# imem_loader_flat

<file path="config.mk">
export PLATFORM = sky130hd
export DESIGN_NAME = imem_loader_flat
export DESIGN_NICKNAME = d
export VERILOG_FILES = /design/src/rtl/imem_loader_if.sv /design/src/rtl/imem_loader.sv /design/src/flat_wrapper.sv
export SDC_FILE = /design/constraint.sdc
export NUM_CORES = 1
export LEC_CHECK = 0
export ABC_AREA = 0
export CAP_MARGIN = 25
export CORE_ASPECT_RATIO = 0.5
export CORE_MARGIN = 2
export CORE_UTILIZATION = 60
export DETAILED_ROUTE_END_ITERATION = 10
export DONT_BUFFER_PORTS = 1
export PLACE_DENSITY_LB_ADDON = 0.05
export SLEW_MARGIN = 5
export SYNTH_ARGS = -nofsm -noshare
export SYNTH_HDL_FRONTEND = slang
export SYNTH_SLANG_ARGS = --single-unit
</file>
<file path="constraint.sdc">
create_clock -name clk -period 11.4 [get_ports clk]
set_input_delay 2.28 -clock clk [delete_from_list [all_inputs] [get_ports clk]]
set_output_delay 2.28 -clock clk [all_outputs]
set_load 0.01 [all_outputs]
</file>
<file path="src/rtl/imem_loader_if.sv">
// imem_loader_if: byte-stream handshake plus instruction-memory write port
// and status flags of the instruction-memory loader. Clock and reset stay
// outside the interface as plain ports.
interface imem_loader_if #(
    parameter int ADDR_WIDTH = 9
);
    logic                  start;
    logic                  rx_valid;
    logic [7:0]            rx_data;
    logic                  rx_ready;
    logic                  imem_we;
    logic [ADDR_WIDTH-1:0] imem_addr;
    logic [31:0]           imem_wdata;
    logic                  cpu_hold;
    logic                  done;
    logic                  err;

    // Host side: requests sessions and supplies the byte stream.
    modport master (
        output start, rx_valid, rx_data,
        input  rx_ready, imem_we, imem_addr, imem_wdata, cpu_hold, done, err
    );

    // Loader side.
    modport slave (
        input  start, rx_valid, rx_data,
        output rx_ready, imem_we, imem_addr, imem_wdata, cpu_hold, done, err
    );
endinterface

</file>
<file path="src/rtl/imem_loader.sv">
// imem_loader: receives a length-prefixed byte stream (LEN_LO, LEN_HI, then
// N little-endian 32-bit words) and writes the words into instruction memory
// starting at BASE_ADDR, holding the core in reset while loading.
// Optional feature macro IMEM_LOADER_CHECKSUM_EN: one trailing byte is
// compared against the XOR of all payload bytes before reporting done.
module imem_loader #(
    parameter int ADDR_WIDTH = 9,
    parameter int BASE_ADDR  = 0
) (
    input  logic         clk,
    input  logic         rst,
    imem_loader_if.slave bus
);
    localparam int                    MEM_SIZE = 2 ** ADDR_WIDTH;
    localparam logic [ADDR_WIDTH-1:0] BASE     = ADDR_WIDTH'(BASE_ADDR);

    typedef enum logic [2:0] {
        IDLE, LEN_LO, LEN_HI, DATA, CHECK, DONE, ERR
    } state_t;

    state_t                state_q;
    logic [15:0]           len_q;
    logic [15:0]           cnt_q;
    logic [ADDR_WIDTH-1:0] addr_q;
    logic [31:0]           shift_q;
    logic [1:0]            byte_cnt_q;
`ifdef IMEM_LOADER_CHECKSUM_EN
    logic [7:0]            csum_q;
`endif
    logic                  rx_ready_q;
    logic                  we_q;
    logic [ADDR_WIDTH-1:0] waddr_q;
    logic [31:0]           wdata_q;
    logic                  hold_q;
    logic                  done_q;
    logic                  err_q;

    logic                  accept;
    logic [15:0]           len_d;
    logic                  len_bad;
    logic [31:0]           word_d;
    logic [15:0]           cnt_d;

    // Byte acceptance and next values derived from the incoming byte.
    always_comb begin
        accept  = bus.rx_valid & rx_ready_q;
        len_d   = {bus.rx_data, len_q[7:0]};
        len_bad = (len_d == 16'd0) || (int'(len_d) > MEM_SIZE);
        word_d  = {bus.rx_data, shift_q[31:8]};
        cnt_d   = cnt_q + 16'd1;
    end

    // Session FSM; all outputs are registered alongside the state.
    always_ff @(posedge clk or posedge rst) begin
        if (rst) begin
            state_q    <= IDLE;
            len_q      <= '0;
            cnt_q      <= '0;
            addr_q     <= BASE;
            shift_q    <= '0;
            byte_cnt_q <= '0;
`ifdef IMEM_LOADER_CHECKSUM_EN
            csum_q     <= '0;
`endif
            rx_ready_q <= 1'b0;
            we_q       <= 1'b0;
            waddr_q    <= BASE;
            wdata_q    <= '0;
            hold_q     <= 1'b0;
            done_q     <= 1'b0;
            err_q      <= 1'b0;
        end else begin
            we_q <= 1'b0;
            case (state_q)
                IDLE, DONE, ERR: begin
                    if (bus.start) begin
                        state_q    <= LEN_LO;
                        rx_ready_q <= 1'b1;
                        hold_q     <= 1'b1;
                        done_q     <= 1'b0;
                        err_q      <= 1'b0;
                    end else begin
                        // Ends the hold that covered the final write pulse.
                        hold_q <= 1'b0;
                    end
                end
                LEN_LO: begin
                    if (accept) begin
                        len_q[7:0] <= bus.rx_data;
                        state_q    <= LEN_HI;
                    end
                end
                LEN_HI: begin
                    if (accept) begin
                        if (len_bad) begin
                            state_q    <= ERR;
                            err_q      <= 1'b1;
                            hold_q     <= 1'b0;
                            rx_ready_q <= 1'b0;
                        end else begin
                            len_q      <= len_d;
                            cnt_q      <= '0;
                            addr_q     <= BASE;
                            byte_cnt_q <= '0;
`ifdef IMEM_LOADER_CHECKSUM_EN
                            csum_q     <= '0;
`endif
                            state_q    <= DATA;
                        end
                    end
                end
                DATA: begin
                    if (accept) begin
                        shift_q    <= word_d;
                        byte_cnt_q <= byte_cnt_q + 2'd1;
`ifdef IMEM_LOADER_CHECKSUM_EN
                        csum_q     <= csum_q ^ bus.rx_data;
`endif
                        if (byte_cnt_q == 2'd3) begin
                            we_q    <= 1'b1;
                            wdata_q <= word_d;
                            waddr_q <= addr_q;
                            addr_q  <= addr_q + 1'b1;
                            cnt_q   <= cnt_d;
                            if (cnt_d == len_q) begin
`ifdef IMEM_LOADER_CHECKSUM_EN
                                state_q <= CHECK;
`else
                                // hold_q stays high through the final pulse.
                                state_q    <= DONE;
                                done_q     <= 1'b1;
                                rx_ready_q <= 1'b0;
`endif
                            end
                        end
                    end
                end
`ifdef IMEM_LOADER_CHECKSUM_EN
                CHECK: begin
                    if (accept) begin
                        rx_ready_q <= 1'b0;
                        hold_q     <= 1'b0;
                        if (bus.rx_data == csum_q) begin
                            state_q <= DONE;
                            done_q  <= 1'b1;
                        end else begin
                            state_q <= ERR;
                            err_q   <= 1'b1;
                        end
                    end
                end
`endif
                default: begin
                    state_q    <= IDLE;
                    rx_ready_q <= 1'b0;
                    hold_q     <= 1'b0;
                end
            endcase
        end
    end

    assign bus.rx_ready   = rx_ready_q;
    assign bus.imem_we    = we_q;
    assign bus.imem_addr  = waddr_q;
    assign bus.imem_wdata = wdata_q;
    assign bus.cpu_hold   = hold_q;
    assign bus.done       = done_q;
    assign bus.err        = err_q;
endmodule

</file>
<file path="src/flat_wrapper.sv">
// flat-port wrapper written by rule: the top's interface ports become plain ports
module imem_loader_flat 
#(
    parameter int ADDR_WIDTH = 9,
    parameter int BASE_ADDR  = 0
)
  (clk, rst, bus_start, bus_rx_valid, bus_rx_data, bus_rx_ready, bus_imem_we, bus_imem_addr, bus_imem_wdata, bus_cpu_hold, bus_done, bus_err);
  imem_loader_if #(.ADDR_WIDTH(ADDR_WIDTH)) bus_i ();
  input  logic clk;
  input  logic rst;
  input wire logic [$bits(bus_i.start)-1:0] bus_start;
  input wire logic [$bits(bus_i.rx_valid)-1:0] bus_rx_valid;
  input wire logic [$bits(bus_i.rx_data)-1:0] bus_rx_data;
  output wire logic [$bits(bus_i.rx_ready)-1:0] bus_rx_ready;
  output wire logic [$bits(bus_i.imem_we)-1:0] bus_imem_we;
  output wire logic [$bits(bus_i.imem_addr)-1:0] bus_imem_addr;
  output wire logic [$bits(bus_i.imem_wdata)-1:0] bus_imem_wdata;
  output wire logic [$bits(bus_i.cpu_hold)-1:0] bus_cpu_hold;
  output wire logic [$bits(bus_i.done)-1:0] bus_done;
  output wire logic [$bits(bus_i.err)-1:0] bus_err;
  assign bus_i.start = bus_start;
  assign bus_i.rx_valid = bus_rx_valid;
  assign bus_i.rx_data = bus_rx_data;
  assign bus_rx_ready = bus_i.rx_ready;
  assign bus_imem_we = bus_i.imem_we;
  assign bus_imem_addr = bus_i.imem_addr;
  assign bus_imem_wdata = bus_i.imem_wdata;
  assign bus_cpu_hold = bus_i.cpu_hold;
  assign bus_done = bus_i.done;
  assign bus_err = bus_i.err;
  imem_loader #(.ADDR_WIDTH(ADDR_WIDTH), .BASE_ADDR(BASE_ADDR)) u_core (.clk(clk), .rst(rst), .bus(bus_i));
endmodule
</file>
# flit_packetizer

$ cat src/rtl/flit_packetizer.sv
// rtl/flit_packetizer.sv - splits one wide message into a multi-flit packet
// Flit layout {valid, is_tail, dest, vc, data}; chunk 0 (message LSBs) goes first.
module flit_packetizer #(
  parameter int MSG_WIDTH       = 128,
  parameter int FLIT_DATA_WIDTH = 32,
  parameter int DEST_BITS       = 4,
  parameter int VC_BITS         = 2,
  parameter int VC_ID           = 1,
  localparam int FLIT_W         = 2 + DEST_BITS + VC_BITS + FLIT_DATA_WIDTH
) (
  input  logic                 CLK,
  input  logic                 RST,
  input  logic [MSG_WIDTH-1:0] msg_data,
  input  logic [DEST_BITS-1:0] msg_dest,
  input  logic                 msg_valid,
  output logic                 msg_ready,
  output logic [FLIT_W-1:0]    put_flit,
  output logic                 put_flit_valid,
  input  logic                 put_flit_ready,
  output logic                 busy
);

  localparam int NUM_FLITS_RAW = (MSG_WIDTH + FLIT_DATA_WIDTH - 1) / FLIT_DATA_WIDTH;
  localparam int NUM_FLITS     = (NUM_FLITS_RAW < 1) ? 1 : NUM_FLITS_RAW;
  localparam int CNT_W         = (NUM_FLITS > 1) ? $clog2(NUM_FLITS) : 1;
  localparam int PAD_W         = NUM_FLITS * FLIT_DATA_WIDTH;

  typedef enum logic {IDLE, SEND} state_t;

  state_t                     r_state;
  state_t                     w_next_state;
  logic   [PAD_W-1:0]         r_msg;
  logic   [DEST_BITS-1:0]     r_dest;
  logic   [CNT_W-1:0]         r_idx;
  logic   [PAD_W-1:0]         w_msg_pad;
  logic   [FLIT_DATA_WIDTH-1:0] w_data;
  logic                       w_tail;
  logic                       w_flit_fire;
  logic                       w_msg_fire;
  int                         w_base;

  // Zero-extending on capture keeps the final chunk's padding clean for every message.
  always_comb begin
    w_msg_pad = '0;
    w_msg_pad[MSG_WIDTH-1:0] = msg_data;
  end

  always_comb begin
    w_base = int'(r_idx) * FLIT_DATA_WIDTH;
    w_data = r_msg[w_base +: FLIT_DATA_WIDTH];
  end

  assign w_tail         = (r_idx == CNT_W'(NUM_FLITS - 1));
  assign busy           = !RST && (r_state == SEND);
  assign put_flit_valid = busy;
  assign msg_ready      = !RST && ((r_state == IDLE) ||
                                   ((r_state == SEND) && w_tail && put_flit_ready));
  assign w_flit_fire    = put_flit_valid && put_flit_ready;
  assign w_msg_fire     = msg_valid && msg_ready;
  assign put_flit       = put_flit_valid ?
                          {1'b1, w_tail, r_dest, VC_BITS'(VC_ID), w_data} : '0;

  always_comb begin
    w_next_state = r_state;
    case (r_state)
      IDLE:    if (msg_valid) w_next_state = SEND;
      SEND:    if (w_flit_fire && w_tail && !msg_valid) w_next_state = IDLE;
      default: w_next_state = IDLE;
    endcase
  end

  always_ff @(posedge CLK) begin
    if (RST) begin
      r_state <= IDLE;
      r_idx   <= '0;
      r_msg   <= '0;
      r_dest  <= '0;
    end else begin
      r_state <= w_next_state;
      if (w_msg_fire) begin
        r_msg  <= w_msg_pad;
        r_dest <= msg_dest;
        r_idx  <= '0;
      end else if (w_flit_fire && !w_tail) begin
        r_idx <= r_idx + CNT_W'(1);
      end
    end
  end

endmodule

$ cat config.mk
export PLATFORM = sky130hd
export DESIGN_NAME = flit_packetizer
export DESIGN_NICKNAME = d
export VERILOG_FILES = /design/src/rtl/flit_packetizer.sv
export SDC_FILE = /design/constraint.sdc
export NUM_CORES = 1
export LEC_CHECK = 0
export CAP_MARGIN = 30
export CORE_AREA = 2 2 119 121
export DETAILED_ROUTE_END_ITERATION = 6
export DIE_AREA = 0 0 121 123
export PLACE_DENSITY = 0.79
export SKIP_LAST_GASP = 1
export SYNTH_ARGS = -nofsm -noshare
export SYNTH_HDL_FRONTEND = slang
export SYNTH_SLANG_ARGS = --single-unit
$ cat constraint.sdc
create_clock -name CLK -period 2.2 [get_ports CLK]
set_input_delay 0.44 -clock CLK [delete_from_list [all_inputs] [get_ports CLK]]
set_output_delay 0.44 -clock CLK [all_outputs]
set_load 0.01 [all_outputs]
# matmul_controller_flat

## config.mk

```make
export PLATFORM = sky130hd
export DESIGN_NAME = matmul_controller_flat
export DESIGN_NICKNAME = d
export VERILOG_FILES = /design/src/rtl/matmul_pkg.sv /design/src/rtl/matmul_controller_if.sv /design/src/rtl/matmul_controller_idx_counter.sv /design/src/rtl/matmul_controller.sv /design/src/flat_wrapper.sv
export SDC_FILE = /design/constraint.sdc
export NUM_CORES = 1
export LEC_CHECK = 0
export CORE_ASPECT_RATIO = 0.7
export CORE_UTILIZATION = 50
export CTS_CLUSTER_DIAMETER = 60
export CTS_CLUSTER_SIZE = 40
export DETAILED_ROUTE_END_ITERATION = 16
export HOLD_SLACK_MARGIN = 0.02
export PLACE_DENSITY = 0.83
export SLEW_MARGIN = 20
export SYNTH_ARGS = -nofsm -noshare
export SYNTH_HDL_FRONTEND = slang
export SYNTH_SLANG_ARGS = --single-unit
```

## constraint.sdc

```tcl
create_clock -name clk -period 4.63 [get_ports clk]
set_input_delay 0.926 -clock clk [delete_from_list [all_inputs] [get_ports clk]]
set_output_delay 0.926 -clock clk [all_outputs]
set_load 0.02 [all_outputs]
```

## src/rtl/matmul_pkg.sv

```systemverilog
// Shared types and sizing helpers for the matrix-multiply controller.
package matmul_pkg;

    typedef enum logic [3:0] {
        StIdle,
        StLoadA,
        StLoadB,
        StClr,
        StMac,
        StDrain,
        StWrite,
        StOutRd,
        StOut,
        StFin
    } state_e;

    function automatic int unsigned res_width(input int unsigned dw);
        return 2 * dw + 2;
    endfunction

    // Byte beats needed to move one result element out.
    function automatic int unsigned num_beats(input int unsigned dw);
        return (res_width(dw) + dw - 1) / dw;
    endfunction

    localparam int unsigned RES_W     = res_width(8);
    localparam int unsigned NUM_BEATS = num_beats(8);

endpackage

```

## src/rtl/matmul_controller_if.sv

```systemverilog
// Handshake, memory-control and address bundle between the sequencer and the datapath.
interface matmul_controller_if #(
    parameter int unsigned M = 8,
    parameter int unsigned N = 8
);
    logic           start;
    logic           in_valid;
    logic           in_ready;
    logic           out_ready;
    logic           out_valid;
    logic           busy;
    logic           done;
    logic           m1EN, m1rEN, m1wEN;
    logic           m2EN, m2rEN, m2wEN;
    logic           m3EN, m3rEN, m3wEN;
    logic           mult_ld;
    logic           mult_rst;
    logic [M+N-1:0] addr1, addr2, addr3;
    logic [1:0]     shift_cnt;

    modport master (
        input  start, in_valid, out_ready,
        output in_ready, out_valid, busy, done,
        output m1EN, m1rEN, m1wEN, m2EN, m2rEN, m2wEN, m3EN, m3rEN, m3wEN,
        output mult_ld, mult_rst, addr1, addr2, addr3, shift_cnt
    );

    modport slave (
        output start, in_valid, out_ready,
        input  in_ready, out_valid, busy, done,
        input  m1EN, m1rEN, m1wEN, m2EN, m2rEN, m2wEN, m3EN, m3rEN, m3wEN,
        input  mult_ld, mult_rst, addr1, addr2, addr3, shift_cnt
    );
endinterface

```

## src/rtl/matmul_controller_idx_counter.sv

```systemverilog
// Nested i/j/k index counter: k steps on its own, (i,j) steps with j fastest.
module idx_counter #(
    parameter int unsigned IW = 8,
    parameter int unsigned JW = 8,
    parameter int unsigned KW = 8
) (
    input  logic          clk,
    input  logic          rst,
    input  logic          clr_i,
    input  logic          k_en_i,
    input  logic          ij_en_i,
    output logic [IW-1:0] i_o,
    output logic [JW-1:0] j_o,
    output logic [KW-1:0] k_o,
    output logic          k_last_o,
    output logic          ij_last_o
);
    logic [IW-1:0] i_q, i_d;
    logic [JW-1:0] j_q, j_d;
    logic [KW-1:0] k_q, k_d;

    always_comb begin
        i_d = i_q;
        j_d = j_q;
        k_d = k_q;
        if (clr_i) begin
            i_d = '0;
            j_d = '0;
            k_d = '0;
        end else begin
            if (k_en_i) k_d = k_q + KW'(1);
            if (ij_en_i) begin
                j_d = j_q + JW'(1);
                if (&j_q) i_d = i_q + IW'(1);
            end
        end
    end

    always_ff @(posedge clk or negedge rst) begin
        if (!rst) begin
            i_q <= '0;
            j_q <= '0;
            k_q <= '0;
        end else begin
            i_q <= i_d;
            j_q <= j_d;
            k_q <= k_d;
        end
    end

    assign i_o       = i_q;
    assign j_o       = j_q;
    assign k_o       = k_q;
    assign k_last_o  = &k_q;
    assign ij_last_o = &{i_q, j_q};
endmodule

```

## src/rtl/matmul_controller.sv

```systemverilog
// Sequencer for the matrix-multiply datapath: load A and B, compute C = A x B, stream C out.
module matmul_controller
    import matmul_pkg::*;
#(
    parameter int unsigned DATA_WIDTH = 8,
    parameter int unsigned M          = 8,
    parameter int unsigned N          = 8
) (
    input logic                clk,
    input logic                rst,
    matmul_controller_if.master bus
);
    localparam int unsigned AW       = M + N;
    localparam logic [1:0]  LastBeat = 2'(num_beats(DATA_WIDTH) - 1);

    state_e         state_q, state_d;
    logic [AW-1:0]  cnt_q, cnt_d;
    logic [1:0]     beat_q, beat_d;
    logic           clr, k_en, ij_en, k_last, ij_last;
    logic [M-1:0]   i, j;
    logic [N-1:0]   k;

    logic ld_a_q, ld_b_q, mac_q, wr3_q, rd3_q;
    logic mult_rst_q, mult_ld_q, out_valid_q, done_q, busy_q;

    idx_counter #(
        .IW(M),
        .JW(M),
        .KW(N)
    ) u_idx (
        .clk      (clk),
        .rst      (rst),
        .clr_i    (clr),
        .k_en_i   (k_en),
        .ij_en_i  (ij_en),
        .i_o      (i),
        .j_o      (j),
        .k_o      (k),
        .k_last_o (k_last),
        .ij_last_o(ij_last)
    );

    always_comb begin
        state_d = state_q;
        cnt_d   = cnt_q;
        beat_d  = beat_q;
        clr     = 1'b0;
        k_en    = 1'b0;
        ij_en   = 1'b0;
        unique case (state_q)
            StIdle: begin
                if (bus.start) begin
                    state_d = StLoadA;
                    cnt_d   = '0;
                    clr     = 1'b1;
                end
            end
            StLoadA, StLoadB: begin
                if (bus.in_valid) begin
                    cnt_d = cnt_q + AW'(1);
                    if (&cnt_q) state_d = (state_q == StLoadA) ? StLoadB : StClr;
                end
            end
            StClr: begin
                clr     = 1'b1;
                state_d = StMac;
            end
            StMac: begin
                k_en = 1'b1;
                if (k_last) state_d = StDrain;
            end
            StDrain: state_d = StWrite;
            StWrite: begin
                ij_en   = 1'b1;
                state_d = ij_last ? StOutRd : StMac;
            end
            StOutRd: state_d = StOut;
            StOut: begin
                if (bus.out_ready) begin
                    if (beat_q == LastBeat) begin
                        beat_d  = 2'd0;
                        ij_en   = 1'b1;
                        state_d = ij_last ? StFin : StOutRd;
                    end else begin
                        beat_d = beat_q + 2'd1;
                    end
                end
            end
            StFin:   state_d = StIdle;
            default: state_d = StIdle;
        endcase
    end

    // Control flags are registered from the next state so they line up with the state they describe.
    always_ff @(posedge clk or negedge rst) begin
        if (!rst) begin
            state_q     <= StIdle;
            cnt_q       <= '0;
            beat_q      <= 2'd0;
            ld_a_q      <= 1'b0;
            ld_b_q      <= 1'b0;
            mac_q       <= 1'b0;
            wr3_q       <= 1'b0;
            rd3_q       <= 1'b0;
            mult_rst_q  <= 1'b0;
            mult_ld_q   <= 1'b0;
            out_valid_q <= 1'b0;
            done_q      <= 1'b0;
            busy_q      <= 1'b0;
        end else begin
            state_q     <= state_d;
            cnt_q       <= cnt_d;
            beat_q      <= beat_d;
            ld_a_q      <= (state_d == StLoadA);
            ld_b_q      <= (state_d == StLoadB);
            mac_q       <= (state_d == StMac);
            wr3_q       <= (state_d == StWrite);
            rd3_q       <= (state_d == StOutRd);
            mult_rst_q  <= (state_d == StClr) || (state_d == StWrite);
            // The first MAC cycle of an element has no product ready yet.
            mult_ld_q   <= ((state_d == StMac) && (state_q == StMac)) || (state_d == StDrain);
            out_valid_q <= (state_d == StOut);
            done_q      <= (state_d == StFin);
            busy_q      <= (state_d != StIdle);
        end
    end

    // Load writes follow in_valid directly so the byte on data_in is the one captured.
    assign bus.in_ready  = ld_a_q | ld_b_q;
    assign bus.m1wEN     = ld_a_q & bus.in_valid;
    assign bus.m1rEN     = mac_q;
    assign bus.m1EN      = bus.m1wEN | mac_q;
    assign bus.m2wEN     = ld_b_q & bus.in_valid;
    assign bus.m2rEN     = mac_q;
    assign bus.m2EN      = bus.m2wEN | mac_q;
    assign bus.m3wEN     = wr3_q;
    assign bus.m3rEN     = rd3_q;
    assign bus.m3EN      = wr3_q | rd3_q;
    assign bus.mult_rst  = mult_rst_q;
    assign bus.mult_ld   = mult_ld_q;
    assign bus.out_valid = out_valid_q;
    assign bus.done      = done_q;
    assign bus.busy      = busy_q;
    assign bus.shift_cnt = beat_q;
    assign bus.addr1     = ld_a_q ? cnt_q : {i, k};
    assign bus.addr2     = ld_b_q ? cnt_q : {k, j};
    assign bus.addr3     = AW'({i, j});
endmodule

```

## src/flat_wrapper.sv

```systemverilog
// flat-port wrapper written by rule: the top's interface ports become plain ports
module matmul_controller_flat import matmul_pkg::*;
#(
    parameter int unsigned DATA_WIDTH = 8,
    parameter int unsigned M          = 8,
    parameter int unsigned N          = 8
)
  (clk, rst, bus_start, bus_in_valid, bus_out_ready, bus_in_ready, bus_out_valid, bus_busy, bus_done, bus_m1EN, bus_m1rEN, bus_m1wEN, bus_m2EN, bus_m2rEN, bus_m2wEN, bus_m3EN, bus_m3rEN, bus_m3wEN, bus_mult_ld, bus_mult_rst, bus_addr1, bus_addr2, bus_addr3, bus_shift_cnt);
  matmul_controller_if #(.M(M), .N(N)) bus_i ();
  input logic clk;
  input logic rst;
  input wire logic [$bits(bus_i.start)-1:0] bus_start;
  input wire logic [$bits(bus_i.in_valid)-1:0] bus_in_valid;
  input wire logic [$bits(bus_i.out_ready)-1:0] bus_out_ready;
  output wire logic [$bits(bus_i.in_ready)-1:0] bus_in_ready;
  output wire logic [$bits(bus_i.out_valid)-1:0] bus_out_valid;
  output wire logic [$bits(bus_i.busy)-1:0] bus_busy;
  output wire logic [$bits(bus_i.done)-1:0] bus_done;
  output wire logic [$bits(bus_i.m1EN)-1:0] bus_m1EN;
  output wire logic [$bits(bus_i.m1rEN)-1:0] bus_m1rEN;
  output wire logic [$bits(bus_i.m1wEN)-1:0] bus_m1wEN;
  output wire logic [$bits(bus_i.m2EN)-1:0] bus_m2EN;
  output wire logic [$bits(bus_i.m2rEN)-1:0] bus_m2rEN;
  output wire logic [$bits(bus_i.m2wEN)-1:0] bus_m2wEN;
  output wire logic [$bits(bus_i.m3EN)-1:0] bus_m3EN;
  output wire logic [$bits(bus_i.m3rEN)-1:0] bus_m3rEN;
  output wire logic [$bits(bus_i.m3wEN)-1:0] bus_m3wEN;
  output wire logic [$bits(bus_i.mult_ld)-1:0] bus_mult_ld;
  output wire logic [$bits(bus_i.mult_rst)-1:0] bus_mult_rst;
  output wire logic [$bits(bus_i.addr1)-1:0] bus_addr1;
  output wire logic [$bits(bus_i.addr2)-1:0] bus_addr2;
  output wire logic [$bits(bus_i.addr3)-1:0] bus_addr3;
  output wire logic [$bits(bus_i.shift_cnt)-1:0] bus_shift_cnt;
  assign bus_i.start = bus_start;
  assign bus_i.in_valid = bus_in_valid;
  assign bus_i.out_ready = bus_out_ready;
  assign bus_in_ready = bus_i.in_ready;
  assign bus_out_valid = bus_i.out_valid;
  assign bus_busy = bus_i.busy;
  assign bus_done = bus_i.done;
  assign bus_m1EN = bus_i.m1EN;
  assign bus_m1rEN = bus_i.m1rEN;
  assign bus_m1wEN = bus_i.m1wEN;
  assign bus_m2EN = bus_i.m2EN;
  assign bus_m2rEN = bus_i.m2rEN;
  assign bus_m2wEN = bus_i.m2wEN;
  assign bus_m3EN = bus_i.m3EN;
  assign bus_m3rEN = bus_i.m3rEN;
  assign bus_m3wEN = bus_i.m3wEN;
  assign bus_mult_ld = bus_i.mult_ld;
  assign bus_mult_rst = bus_i.mult_rst;
  assign bus_addr1 = bus_i.addr1;
  assign bus_addr2 = bus_i.addr2;
  assign bus_addr3 = bus_i.addr3;
  assign bus_shift_cnt = bus_i.shift_cnt;
  matmul_controller #(.DATA_WIDTH(DATA_WIDTH), .M(M), .N(N)) u_core (.clk(clk), .rst(rst), .bus(bus_i));
endmodule
```

# servo_frame_scheduler_flat

===== src/rtl/servo_frame_scheduler_if.sv =====
// Position-command handshake between the move sequencer and the servo frame scheduler.
interface servo_frame_scheduler_if;
    logic        cmd_valid;
    logic        cmd_ready;
    logic [2:0]  cmd_ch;
    logic [11:0] cmd_us;

    modport master (output cmd_valid, output cmd_ch, output cmd_us, input cmd_ready);
    modport slave  (input cmd_valid, input cmd_ch, input cmd_us, output cmd_ready);
endinterface


===== src/rtl/servo_frame_scheduler.sv =====
// Time-multiplexed servo pulse scheduler: one shared µs timer, one slot per channel inside
// a fixed frame, double-buffered positions that switch over only at frame boundaries.
module servo_frame_scheduler #(
    parameter int unsigned US_DIV    = 50,
    parameter int unsigned N_CH      = 4,
    parameter int unsigned SLOT_US   = 2500,
    parameter int unsigned FRAME_US  = 20000,
    parameter int unsigned MIN_US    = 1000,
    parameter int unsigned MAX_US    = 2000,
    parameter int unsigned CENTER_US = 1500
) (
    input  logic                   clk,
    input  logic                   reset,
    input  logic                   enable,
    servo_frame_scheduler_if.slave cmd,
    output logic [N_CH-1:0]        pwm_out,
    output logic                   frame_start,
    output logic                   busy
);

    localparam int unsigned TAIL_US = FRAME_US - N_CH * SLOT_US;

    typedef enum logic [1:0] {IDLE, HIGH, LOW, TAIL} state_t;

    state_t      state, state_nx;
    logic [2:0]  ch, ch_nx;
    logic [15:0] presc;
    logic [14:0] tick_us, tick_inc;
    logic        us_wrap, restart, start_frame, rdy_q;
    logic [11:0] shadow [N_CH];
    logic [11:0] active [N_CH];
    logic [11:0] cur_active, cmd_clamped;

    assign us_wrap       = (presc == 16'(US_DIV - 1));
    assign tick_inc      = tick_us + 15'd1;
    assign cmd.cmd_ready = rdy_q & ~frame_start;

    always_comb begin
        cmd_clamped = cmd.cmd_us;
        if (cmd.cmd_us < 12'(MIN_US))
            cmd_clamped = 12'(MIN_US);
        else if (cmd.cmd_us > 12'(MAX_US))
            cmd_clamped = 12'(MAX_US);
    end

    // In the copy cycle active[] is stale; shadow[] is frozen (cmd_ready=0) and is what lands.
    always_comb begin
        cur_active = '0;
        for (int unsigned c = 0; c < N_CH; c++)
            if (ch == 3'(c))
                cur_active = frame_start ? shadow[c] : active[c];
    end

    always_comb begin
        state_nx    = state;
        ch_nx       = ch;
        start_frame = 1'b0;
        restart     = 1'b0;
        case (state)
            IDLE: if (enable) start_frame = 1'b1;
            HIGH: begin
                if (us_wrap && tick_inc == 15'(cur_active))
                    state_nx = enable ? LOW : IDLE;
            end
            LOW: begin
                if (!enable)
                    state_nx = IDLE;
                else if (us_wrap && tick_inc == 15'(SLOT_US)) begin
                    restart = 1'b1;
                    if (ch != 3'(N_CH - 1)) begin
                        ch_nx    = ch + 3'd1;
                        state_nx = HIGH;
                    end else if (TAIL_US == 0)
                        start_frame = 1'b1;
                    else
                        state_nx = TAIL;
                end
            end
            TAIL: begin
                if (!enable)
                    state_nx = IDLE;
                else if (us_wrap && tick_inc == 15'(TAIL_US))
                    start_frame = 1'b1;
            end
            default: state_nx = IDLE;
        endcase
        if (start_frame) begin
            state_nx = HIGH;
            ch_nx    = '0;
            restart  = 1'b1;
        end
        if (state_nx == IDLE)
            restart = 1'b1;
    end

    always_ff @(posedge clk or negedge reset) begin
        if (!reset) begin
            state       <= IDLE;
            ch          <= '0;
            presc       <= '0;
            tick_us     <= '0;
            pwm_out     <= '0;
            frame_start <= 1'b0;
            busy        <= 1'b0;
            rdy_q       <= 1'b0;
            for (int unsigned c = 0; c < N_CH; c++) begin
                shadow[c] <= 12'(CENTER_US);
                active[c] <= 12'(CENTER_US);
            end
        end else begin
            state       <= state_nx;
            ch          <= ch_nx;
            frame_start <= start_frame;
            busy        <= (state != IDLE);
            rdy_q       <= 1'b1;
            if (restart) begin
                presc   <= '0;
                tick_us <= '0;
            end else if (us_wrap) begin
                presc   <= '0;
                tick_us <= tick_inc;
            end else begin
                presc   <= presc + 16'd1;
            end
            // pwm_out trails the state by one cycle so every pulse is exactly the HIGH dwell time.
            for (int unsigned c = 0; c < N_CH; c++) begin
                pwm_out[c] <= (state == HIGH) && (ch == 3'(c));
                if (frame_start)
                    active[c] <= shadow[c];
                if (cmd.cmd_valid && cmd.cmd_ready && cmd.cmd_ch == 3'(c))
                    shadow[c] <= cmd_clamped;
            end
        end
    end

endmodule


===== src/flat_wrapper.sv =====
// flat-port wrapper written by rule: the top's interface ports become plain ports
module servo_frame_scheduler_flat 
#(
    parameter int unsigned US_DIV    = 50,
    parameter int unsigned N_CH      = 4,
    parameter int unsigned SLOT_US   = 2500,
    parameter int unsigned FRAME_US  = 20000,
    parameter int unsigned MIN_US    = 1000,
    parameter int unsigned MAX_US    = 2000,
    parameter int unsigned CENTER_US = 1500
)
  (clk, reset, enable, pwm_out, frame_start, busy, cmd_cmd_valid, cmd_cmd_ch, cmd_cmd_us, cmd_cmd_ready);
  servo_frame_scheduler_if cmd_i ();
  input  logic clk;
  input  logic reset;
  input  logic enable;
  output logic [N_CH-1:0] pwm_out;
  output logic frame_start;
  output logic busy;
  input wire logic [$bits(cmd_i.cmd_valid)-1:0] cmd_cmd_valid;
  input wire logic [$bits(cmd_i.cmd_ch)-1:0] cmd_cmd_ch;
  input wire logic [$bits(cmd_i.cmd_us)-1:0] cmd_cmd_us;
  output wire logic [$bits(cmd_i.cmd_ready)-1:0] cmd_cmd_ready;
  assign cmd_i.cmd_valid = cmd_cmd_valid;
  assign cmd_i.cmd_ch = cmd_cmd_ch;
  assign cmd_i.cmd_us = cmd_cmd_us;
  assign cmd_cmd_ready = cmd_i.cmd_ready;
  servo_frame_scheduler #(.US_DIV(US_DIV), .N_CH(N_CH), .SLOT_US(SLOT_US), .FRAME_US(FRAME_US), .MIN_US(MIN_US), .MAX_US(MAX_US), .CENTER_US(CENTER_US)) u_core (.clk(clk), .reset(reset), .enable(enable), .cmd(cmd_i), .pwm_out(pwm_out), .frame_start(frame_start), .busy(busy));
endmodule

===== config.mk =====
export PLATFORM = sky130hd
export DESIGN_NAME = servo_frame_scheduler_flat
export DESIGN_NICKNAME = d
export VERILOG_FILES = /design/src/rtl/servo_frame_scheduler_if.sv /design/src/rtl/servo_frame_scheduler.sv /design/src/flat_wrapper.sv
export SDC_FILE = /design/constraint.sdc
export NUM_CORES = 1
export LEC_CHECK = 0
export CORE_MARGIN = 5
export CORE_UTILIZATION = 35
export CTS_BUF_LIST = sky130_fd_sc_hd__clkbuf_8
export DETAILED_ROUTE_END_ITERATION = 8
export PLACE_DENSITY = 0.57
export SKIP_LAST_GASP = 1
export SLEW_MARGIN = 20
export SYNTH_ARGS = -nofsm -noshare
export SYNTH_HDL_FRONTEND = slang
export SYNTH_SLANG_ARGS = --single-unit

===== constraint.sdc =====
create_clock -name clk -period 3.4 [get_ports clk]
set_clock_uncertainty 0.1 [all_clocks]
set_input_delay 0.34 -clock clk [delete_from_list [all_inputs] [get_ports clk]]
set_output_delay 0.34 -clock clk [all_outputs]
set_load 0.02 [all_outputs]


==> notes/layouts.md <==
Pictures saved along the way, in no particular order.

Wires at chosen ports, followed through buffers.
Plate I
Drawn at 4 px/um.
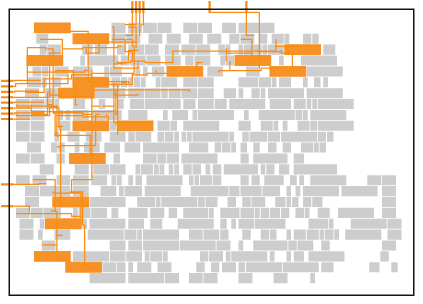
Plate II
Drawn at 3 px/um.
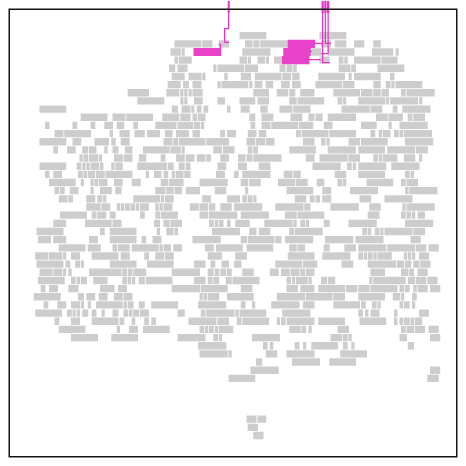
Plate III
Drawn at 4 px/um.
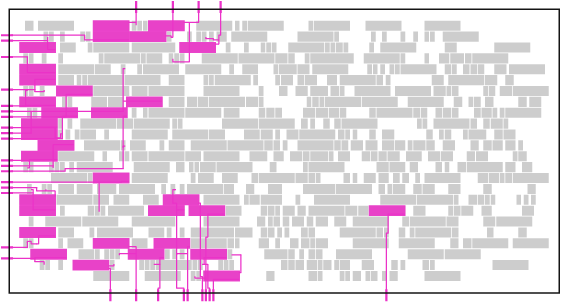
Plate IV
Drawn at 4 px/um.
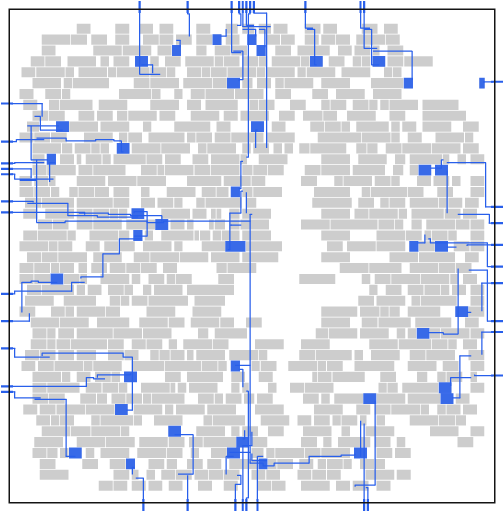
Plate II -> servo_frame_scheduler_flat
Plate I -> matmul_controller_flat
Plate IV -> flit_packetizer
Plate III -> imem_loader_flat

servo_frame_scheduler_flat/placement.png
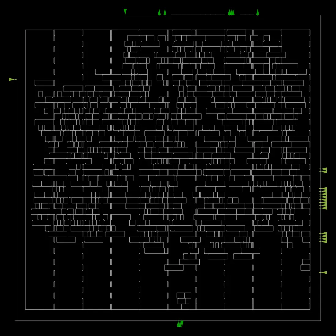
Std-Cell Rows: 50
core area: 0.0188 mm2
Post-Route Utilization: 42.8%
num tapcells: 260

==> README.md, servo_frame_scheduler_flat <==
| Group | Result | Value |
|:---|:---|:---|
| route | WL met1 | 7480 um |
| finish | Synthesis-to-finish area growth | 19.9% |
| global routing | Met2 GRT Util | 22.9% |
| synthesis | Simple-gate area share of the yosys netlist | 15.5% |
| synthesis | Cell with the most instances after synthesis | sky130_fd_sc_hd__dfrtp_1 |
| synthesis | Fa+ha+maj area frac | 2.60% |
| outcome | Status | finished clean |
| clock network | CTS-repair resized insts | 1 |
| global routing | Number of antenna violations at the first check in global routing | 0 |
| sta | Number of endpoints with negative hold slack in the final report | 0 |
| synthesis | Number of cells produced by synthesis | 617 |
| route | WL met3 | 517 um |
| finish | Final Non-Filler Cells | 947 |
| global routing | Met3 capacity usage during global routing | 3.14% |
| finish | Multi-input combinational cell count | 431 |
| critical path | Data required time at the worst endpoint | 3.63 ns |
| die | Die Span Y | 149 um |
| critical path | Reg2Reg Depth | 12 |
| finish | Flop share of the area | 44.0% |
| finish | Ant. Diodes | 0 |
| synthesis | Area share of the largest cell type after synthesis | 30.9% |
| global routing | Met1 track utilization from global routing | 19.5% |
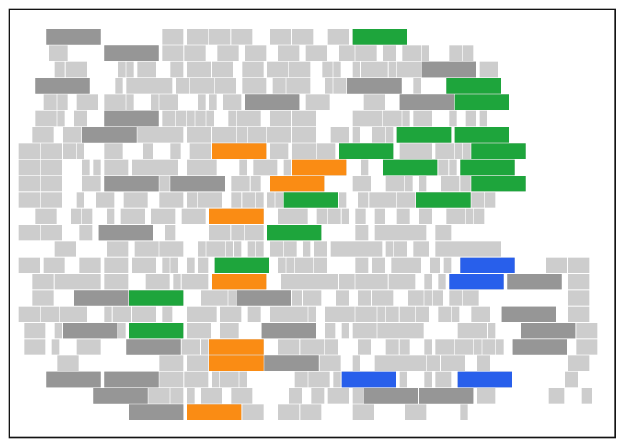
matmul_controller_flat/flops_by_reg.png
Drawn at 6 px/um.
blue -> u_core.state_q  # placed flops 4, where bottom right
green -> u_core.cnt_q  # placed flops 16
orange -> u_core.u_idx.k_o  # placed flops 8
not coloured = 28
Post-Route Utilization: 66.3%
power dissipated in sequential cells: 0.490 mW
flop share of the area: 33.0%
Flop area: 0.00140 mm2

==> README.md, matmul_controller_flat <==
| Group | Result | Value |
|:---|:---|:---|
| global routing | GRT Total Usage | 26.5% |
| global routing | Wire length of the first global-routing pass | 14500 um |
| synthesis | Proportion of synthesized flip-flops having asynchronous set or reset | 100% |
| critical path | CP Launch Type | input pin |
| route | Vias | 2762 |
| power | Clk pwr | 0.320 mW |
| sta | Number of endpoints with negative hold slack in the final report | 0 |
| critical path | Setup slack of the worst register-to-register path | 2.34 ns |
| sta | Setup repair after global routing missed its margin | false |
| route | Iteration-0 DRC count of the detailed router | 121 |
| critical path | Crit path capture | bus_m2EN |
| placed design | Inst Count DP | 478 |
| finish | Commonest non-fill, non-tap cell in the layout | sky130_fd_sc_hd__clkdlybuf4s50_1 |
| flow run | OpenROAD warning count | 26 |
| critical path | Critical Path Start | bus_in_valid |
| synthesis | Net count of the mapped netlist | 340 |
| power | Leakage power | 1.84 nW |
| die | Die Span Y | 71.1 um |
| global routing | Largest net degree at the start of global routing | 57 |
| die | Num tapcells | 91 |
| sta | Worst Clk Skew | 0.00547 ns |
| die | Die outline area | 0.00716 mm2 |
| clock network | Post-CTS Repair Setup Buffers | 0 |
| sta | Fin crit period | 3.38 ns |
| outcome | Status | finished clean |
| synthesis | Dominant cell type by area after synthesis | sky130_fd_sc_hd__dfrtp_1 |
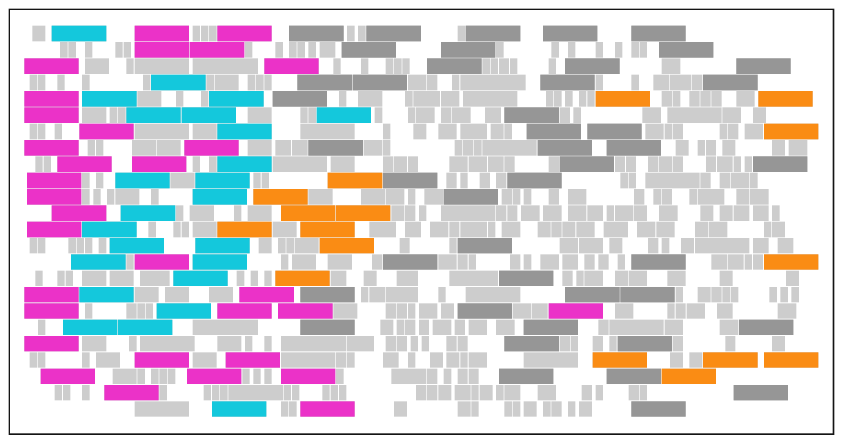
imem_loader_flat/flops_by_reg.png
Drawn at 6 px/um.
cyan -> u_core.shift_q  # placed flops 24
orange -> u_core.len_q  # placed flops 16
magenta -> u_core.bus.imem_wdata  # placed flops 32
not coloured = 44
Flop area: 0.00290 mm2
flop share of the area: 47.8%

==> README.md, imem_loader_flat <==
| Group | Result | Value |
|:---|:---|:---|
| outcome | Status | finished clean |
| clock network | Number of buffers inserted for hold repair after clock tree synthesis | 0 |
| die | Die outline area | 0.00968 mm2 |
| route | Iteration tally of the first detailed-router pass | 5 |
| route | WL met1 | 5280 um |
| sta | Post-layout worst setup margin | 7.45 ns |
| sta | Fraction of the cycle the final worst path needs | 34.6% |
| clock network | CTS-repair resized insts | 0 |
| route | Antenna Nets Post-Route | 0 |
| critical path | Worst Path Class, Setup | in -> reg |
| power | Relative contribution of combinational cells to total power | 15.5% |
| critical path | Reg2Reg Depth | 7 |
| critical path | Setup slack of the worst register-to-register path | 8.64 ns |
| synthesis | Number of cells produced by synthesis | 544 |
| finish | Largest register FFs | 32 |
| finish | Number of nets in the layout | 559 |
| placed design | Placed wire-length estimate | 7150 um |
| critical path | Cells along the critical path | nand2_2 > nor3_4 > buf_4 > nand2_2 > clkinv_1 > nor2_1 > buf_4 > o21ai_0 > a21oi_1 |
| power | Combinational Power | 0.217 mW |
| placed design | Tally of buffers added on design ports | 0 |
| sta | Number of endpoints with negative hold slack in the final report | 0 |
| critical path | Critical Path Start | bus_rx_valid |
| route | Vias | 3898 |
| finish | Top logic cells by instance count in the layout | sky130_fd_sc_hd__nand2_1 (159), sky130_fd_sc_hd__dfrtp_1 (116), sky130_fd_sc_hd__o21ai_0 (36) |
| finish | Flip-flop and latch count | 116 |
| critical path | Crit. End Element | register |
| critical path | Crit path max-delay family | buffers and inverters |
| global routing | Peak-usage layer in the global routing report | met1 |
| clock network | Clock buffer count from CTS | 17 |
| finish | Synthesis-to-finish area growth | 14.1% |
| global routing | Number of global-route vias before repair | 3832 |
| route | Metal2 WL | 5150 um |
| die | Die Width | 137 um |
| synthesis | Top cells by instance count after synthesis | sky130_fd_sc_hd__nand2_1 (160), sky130_fd_sc_hd__dfrtp_1 (116), sky130_fd_sc_hd__o21ai_0 (36) |
| critical path | Crit path capture | u_core.addr_q[4] |
| critical path | Buf/Inv on CP | 3 |
| critical path | Data required time at the worst endpoint | 11.74 ns |
| route | Top Metal Used | met4 |
| global routing | Met1 track utilization from global routing | 38.0% |
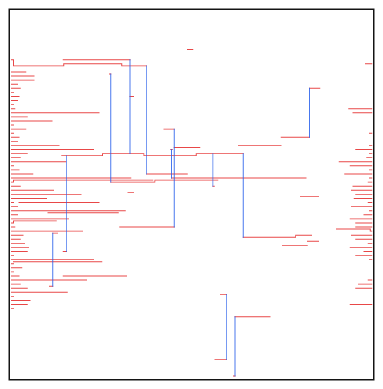
flit_packetizer/wires.png
Drawn at 3 px/um. Only two layers are drawn.
blue -> metal 4  # wire length 292 um
red -> metal 3  # wire length 1160 um
vias: 4625
GRT Total Usage: 23.0%
sum of routed wire length over all layers: 16800 um

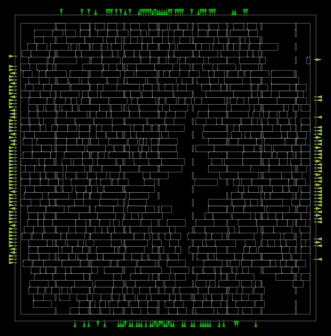
flit_packetizer/placement.png
Std-Cell Rows: 43
flop share of the area: 28.2%
num tapcells: 180
flip-flop and latch count: 135

==> README.md, flit_packetizer <==
| Group | Result | Value |
|:---|:---|:---|
| finish | Number of nets in the layout | 871 |
| power | Fraction of power consumed by the clock network | 43.6% |
| power | Combinational Power | 0.921 mW |
| critical path | Reg-to-reg startpoint | r_idx[0] |
| route | Routed length per placed instance | 18.2 um |
| power | Reg power frac | 42.1% |
| critical path | Cell type of the slowest stage on the worst timing path | sky130_fd_sc_hd__mux4_2 |
| synthesis | Register bit count reported by yosys | 135 |
| sta | Number of endpoints with negative hold slack in the final report | 0 |
| route | Vias per cell | 4.99 |
| finish | Leading registers by flop count | r_msg (128), r_dest (4), r_idx (2) |
| critical path | Reg2Reg Depth | 11 |
| synthesis | Dominant cell type by area after synthesis | sky130_fd_sc_hd__dfxtp_1 |
| power | Clk pwr | 2.80 mW |
| finish | Top register by number of flip-flops | r_msg |
| finish | Multi-input combinational cell count | 347 |
| sta | Worst hold-check slack | 0.556 ns |
| flow run | Total of max-cap violations | 0 |
| critical path | Crit path capture | put_flit[20] |
| synthesis | AND-OR/OR-AND share of the synthesized area | 0.333% |
| global routing | Peak-usage layer in the global routing report | met2 |
| synthesis | Net count of the mapped netlist | 665 |
| synthesis | Simple-gate area share of the yosys netlist | 17.7% |
| die | Die Span Y | 123 um |
| hold path | Hold depth | 3 |
| synthesis | Share of the synthesized netlist area taken by xor and xnor gates | 0.137% |
| outcome | Failing checks | setup timing |
| outcome | Status | finished, violations left |
| power | Switching part of the total | 21.7% |
| clock network | Clock tree sinks | 135 |
| clock network | Number of buffers inserted for hold repair after clock tree synthesis | 0 |
| synthesis | Area share of the largest cell type after synthesis | 42.3% |
| critical path | Cells along the critical path | buf_12 > buf_12 > buf_4 > mux4_2 > and2_4 > buf_6 |
| route | WL met1 | 6980 um |
| sta | Post-layout worst setup margin | -0.184 ns |
| route | Metal2 WL | 8410 um |
| power | Relative contribution of combinational cells to total power | 14.3% |
| die | Die Width | 121 um |
| route | Top Metal Used | met4 |
| synthesis | Largest cells by area | sky130_fd_sc_hd__dfxtp_1 (42%), sky130_fd_sc_hd__mux2_1 (12%), sky130_fd_sc_hd__nor2b_1 (12%), sky130_fd_sc_hd__mux4_2 (11%), sky130_fd_sc_hd__mux2_2 (11%) |
| critical path | Crit path DAT | 1.94 ns |
| finish | Commonest non-fill, non-tap cell in the layout | sky130_fd_sc_hd__clkdlybuf4s50_1 |
| critical path | Worst Path Class, Setup | reg -> out |
| placed design | Total placed instance area | 0.00843 mm2 |
| sta | Endpoints failing setup | 30 |

# bram_fifo_ctrl

bram_fifo_ctrl/flops_by_reg.png
Drawn at 8 px/um.
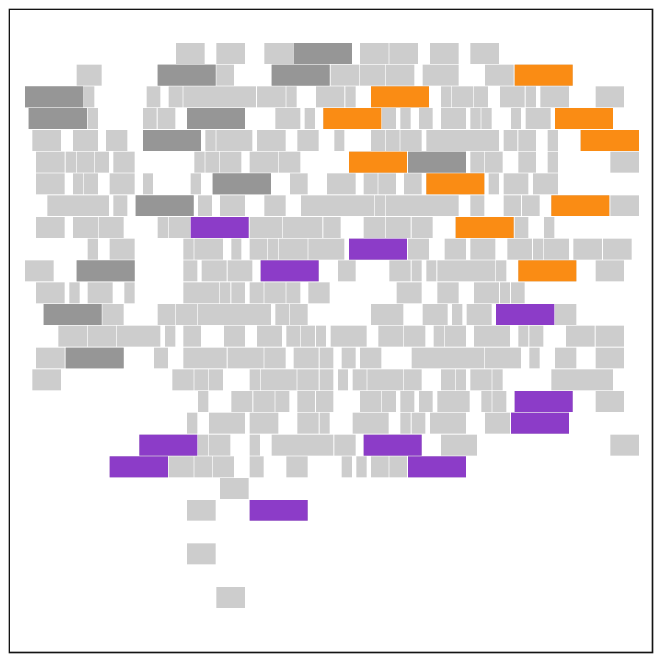
File: src/rtl/bram_fifo_pkg.sv
// Shared sizing helpers for the block-RAM FIFO controller.
package bram_fifo_pkg;

    localparam int unsigned AF_OFFSET_DEFAULT = 4;
    localparam int unsigned AE_LEVEL_DEFAULT  = 4;

    // Number of FIFO entries addressed by aw RAM address bits.
    function automatic int unsigned depth(input int unsigned aw);
        return 32'(1) << aw;
    endfunction

    // Occupancy must represent 0..depth inclusive, hence one extra bit.
    function automatic int unsigned count_width(input int unsigned aw);
        return aw + 32'(1);
    endfunction

endpackage

File: src/rtl/bram_fifo_ptr.sv
// RAM address pointer: increments on request and wraps naturally at 2**ADDR_WIDTH.
module bram_fifo_ptr #(
    parameter int unsigned ADDR_WIDTH = 10
) (
    input  logic                  clk,
    input  logic                  rst,
    input  logic                  inc,
    output logic [ADDR_WIDTH-1:0] ptr
);

    always_ff @(posedge clk) begin
        if (rst) begin
            ptr <= '0;
        end else if (inc) begin
            ptr <= ptr + ADDR_WIDTH'(1);
        end
    end

endmodule

File: src/rtl/bram_fifo_ctrl.sv
// FIFO controller driving an external simple dual-port RAM with 1-cycle registered read.
// Optional almost_full/almost_empty outputs are enabled by defining FIFO_LEVEL_FLAGS_EN.
module bram_fifo_ctrl
    import bram_fifo_pkg::*;
#(
    parameter int unsigned ADDR_WIDTH = 10,
    parameter int unsigned DATA_WIDTH = 8,
    parameter int unsigned AF_LEVEL   = depth(ADDR_WIDTH) - AF_OFFSET_DEFAULT,
    parameter int unsigned AE_LEVEL   = AE_LEVEL_DEFAULT
) (
    input  logic                                 clk,
    input  logic                                 rst,
    input  logic                                 wr_en,
    input  logic [DATA_WIDTH-1:0]                wr_data,
    output logic                                 full,
    input  logic                                 rd_en,
    output logic [DATA_WIDTH-1:0]                rd_data,
    output logic                                 rd_valid,
    output logic                                 empty,
    output logic [count_width(ADDR_WIDTH)-1:0]   count,
`ifdef FIFO_LEVEL_FLAGS_EN
    output logic                                 almost_full,
    output logic                                 almost_empty,
`endif
    output logic                                 overflow,
    output logic                                 underflow,
    output logic                                 ram_we,
    output logic [ADDR_WIDTH-1:0]                ram_waddr,
    output logic [DATA_WIDTH-1:0]                ram_wdata,
    output logic [ADDR_WIDTH-1:0]                ram_raddr,
    input  logic [DATA_WIDTH-1:0]                ram_rdata
);

    localparam int unsigned DEPTH = depth(ADDR_WIDTH);
    localparam int unsigned CW    = count_width(ADDR_WIDTH);

    if (AF_LEVEL > DEPTH || AE_LEVEL > DEPTH) begin : g_level_check
        $error("bram_fifo_ctrl: AF_LEVEL/AE_LEVEL exceed FIFO depth");
    end

    logic                  wr_acc;
    logic                  rd_acc;
    logic [ADDR_WIDTH-1:0] wr_ptr;
    logic [ADDR_WIDTH-1:0] rd_ptr;
    logic [CW-1:0]         count_nxt;

    // Flags come straight from the registered count; no same-cycle bypass.
    assign full   = (count == CW'(DEPTH));
    assign empty  = (count == CW'(0));
    assign wr_acc = wr_en & ~full;
    assign rd_acc = rd_en & ~empty;

    bram_fifo_ptr #(.ADDR_WIDTH(ADDR_WIDTH)) u_wr_ptr (
        .clk (clk),
        .rst (rst),
        .inc (wr_acc),
        .ptr (wr_ptr)
    );

    bram_fifo_ptr #(.ADDR_WIDTH(ADDR_WIDTH)) u_rd_ptr (
        .clk (clk),
        .rst (rst),
        .inc (rd_acc),
        .ptr (rd_ptr)
    );

    // RAM ports; a push while empty never pops, so read/write never collide on one address.
    assign ram_we    = wr_acc;
    assign ram_waddr = wr_ptr;
    assign ram_wdata = wr_data;
    assign ram_raddr = rd_ptr;
    assign rd_data   = ram_rdata;

    always_comb begin
        count_nxt = count;
        case ({wr_acc, rd_acc})
            2'b10:   count_nxt = count + CW'(1);
            2'b01:   count_nxt = count - CW'(1);
            default: count_nxt = count;
        endcase
    end

    always_ff @(posedge clk) begin
        if (rst) begin
            count     <= '0;
            rd_valid  <= 1'b0;
            overflow  <= 1'b0;
            underflow <= 1'b0;
        end else begin
            count    <= count_nxt;
            rd_valid <= rd_acc;
            if (wr_en && full) begin
                overflow <= 1'b1;
            end
            if (rd_en && empty) begin
                underflow <= 1'b1;
            end
        end
    end

`ifdef FIFO_LEVEL_FLAGS_EN
    // Level flags track the post-edge occupancy so they align with count.
    always_ff @(posedge clk) begin
        if (rst) begin
            almost_full  <= 1'b0;
            almost_empty <= 1'b1;
        end else begin
            almost_full  <= (count_nxt >= CW'(AF_LEVEL));
            almost_empty <= (count_nxt <= CW'(AE_LEVEL));
        end
    end
`endif

endmodule

File: config.mk
export PLATFORM = sky130hd
export DESIGN_NAME = bram_fifo_ctrl
export DESIGN_NICKNAME = d
export VERILOG_FILES = /design/src/rtl/bram_fifo_pkg.sv /design/src/rtl/bram_fifo_ptr.sv /design/src/rtl/bram_fifo_ctrl.sv
export SDC_FILE = /design/constraint.sdc
export NUM_CORES = 1
export LEC_CHECK = 0
export CAP_MARGIN = 10
export CORE_MARGIN = 1.5
export CORE_UTILIZATION = 35
export CTS_BUF_LIST = sky130_fd_sc_hd__clkbuf_16
export CTS_CLUSTER_DIAMETER = 120
export DETAILED_ROUTE_END_ITERATION = 8
export PLACE_DENSITY = 0.77
export SLEW_MARGIN = 15
export SYNTH_ARGS = -nofsm -noshare
export SYNTH_HDL_FRONTEND = slang
export SYNTH_SLANG_ARGS = --single-unit
File: constraint.sdc
create_clock -name clk -period 3.1 [get_ports clk]
set_input_delay 0.62 -clock clk [delete_from_list [all_inputs] [get_ports clk]]
set_output_delay 0.62 -clock clk [all_outputs]
set_load 0.01 [all_outputs]
==> README.md <==
| Group | Result | Value |
|:---|:---|:---|
| synthesis | Warning count from the yosys run | 0 |
| synthesis | Number of flops mapped to enable cells by yosys | 0 |
| route | Antenna Nets Post-Route | 0 |
| critical path | Reg2Reg Depth | 12 |
| synthesis | Top cells by instance count after synthesis | sky130_fd_sc_hd__dfxtp_1 (34), sky130_fd_sc_hd__nor2_1 (29), sky130_fd_sc_hd__a21oi_1 (16), sky130_fd_sc_hd__buf_4 (16), sky130_fd_sc_hd__nand2_1 (16) |
| hold path | Hold path start | overflow |
| clock network | CTS HTree Levels | 2 |
| die | Die Span Y | 80.2 um |
| outcome | Status | finished clean |
| synthesis | Cell Area, Synth | 0.00209 mm2 |
| route | Sum of routed wire length over all layers | 4930 um |
| flow run | Total of max-cap violations | 0 |
| synthesis | Synth logic family | simple AND/OR/NAND/NOR gates |
| power | Cell internal power dissipation | 1.65 mW |
| sta | Fraction of the cycle the final worst path needs | 94.9% |
Notes on bram_fifo_ctrl/flops_by_reg.png above:
orange -> u_wr_ptr.ptr  # placed flops 10, where top right
purple -> count  # placed flops 11
not coloured = 13
flop share of the area: 24.3%
power dissipated in sequential cells: 0.641 mW
Flop area: 681 um2



==> gallery <==
Wiring by layer.
image #1
Drawn at 2 px/um. Only two layers are drawn.
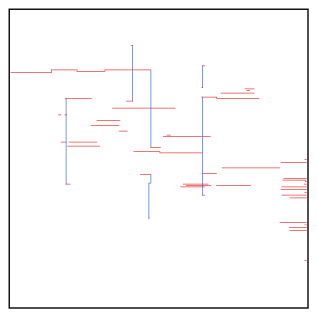
image #2
Drawn at 4 px/um. Only two layers are drawn.
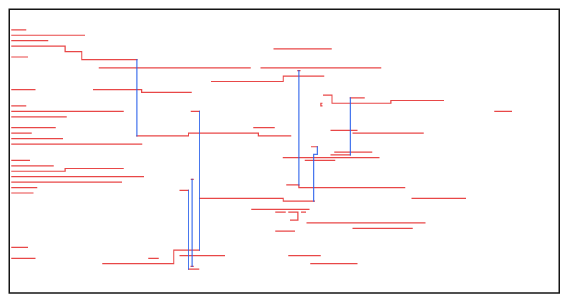
image #3
Drawn at 4 px/um. Only two layers are drawn.
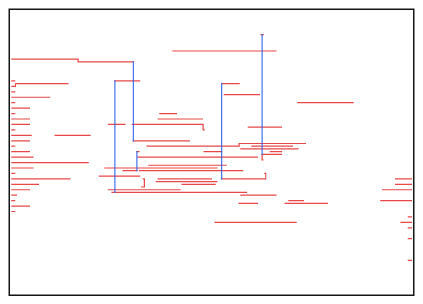
image #4
Drawn at 4 px/um. Only two layers are drawn.
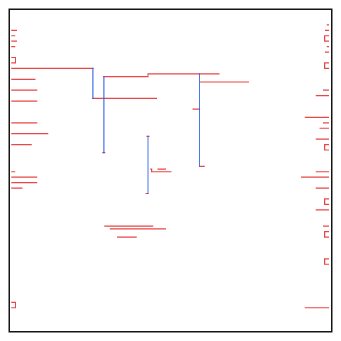
image #4 -> bram_fifo_ctrl
image #3 -> matmul_controller_flat
image #1 -> servo_frame_scheduler_flat
image #2 -> imem_loader_flat
The one with the largest die is image #1.
The one with the least wire is image #4.

Key to image #1:
blue -> metal 4  # wire length 192 um
red -> metal 3  # wire length 518 um

Power figures rest on the tool's default switching activity, not on a simulated workload.
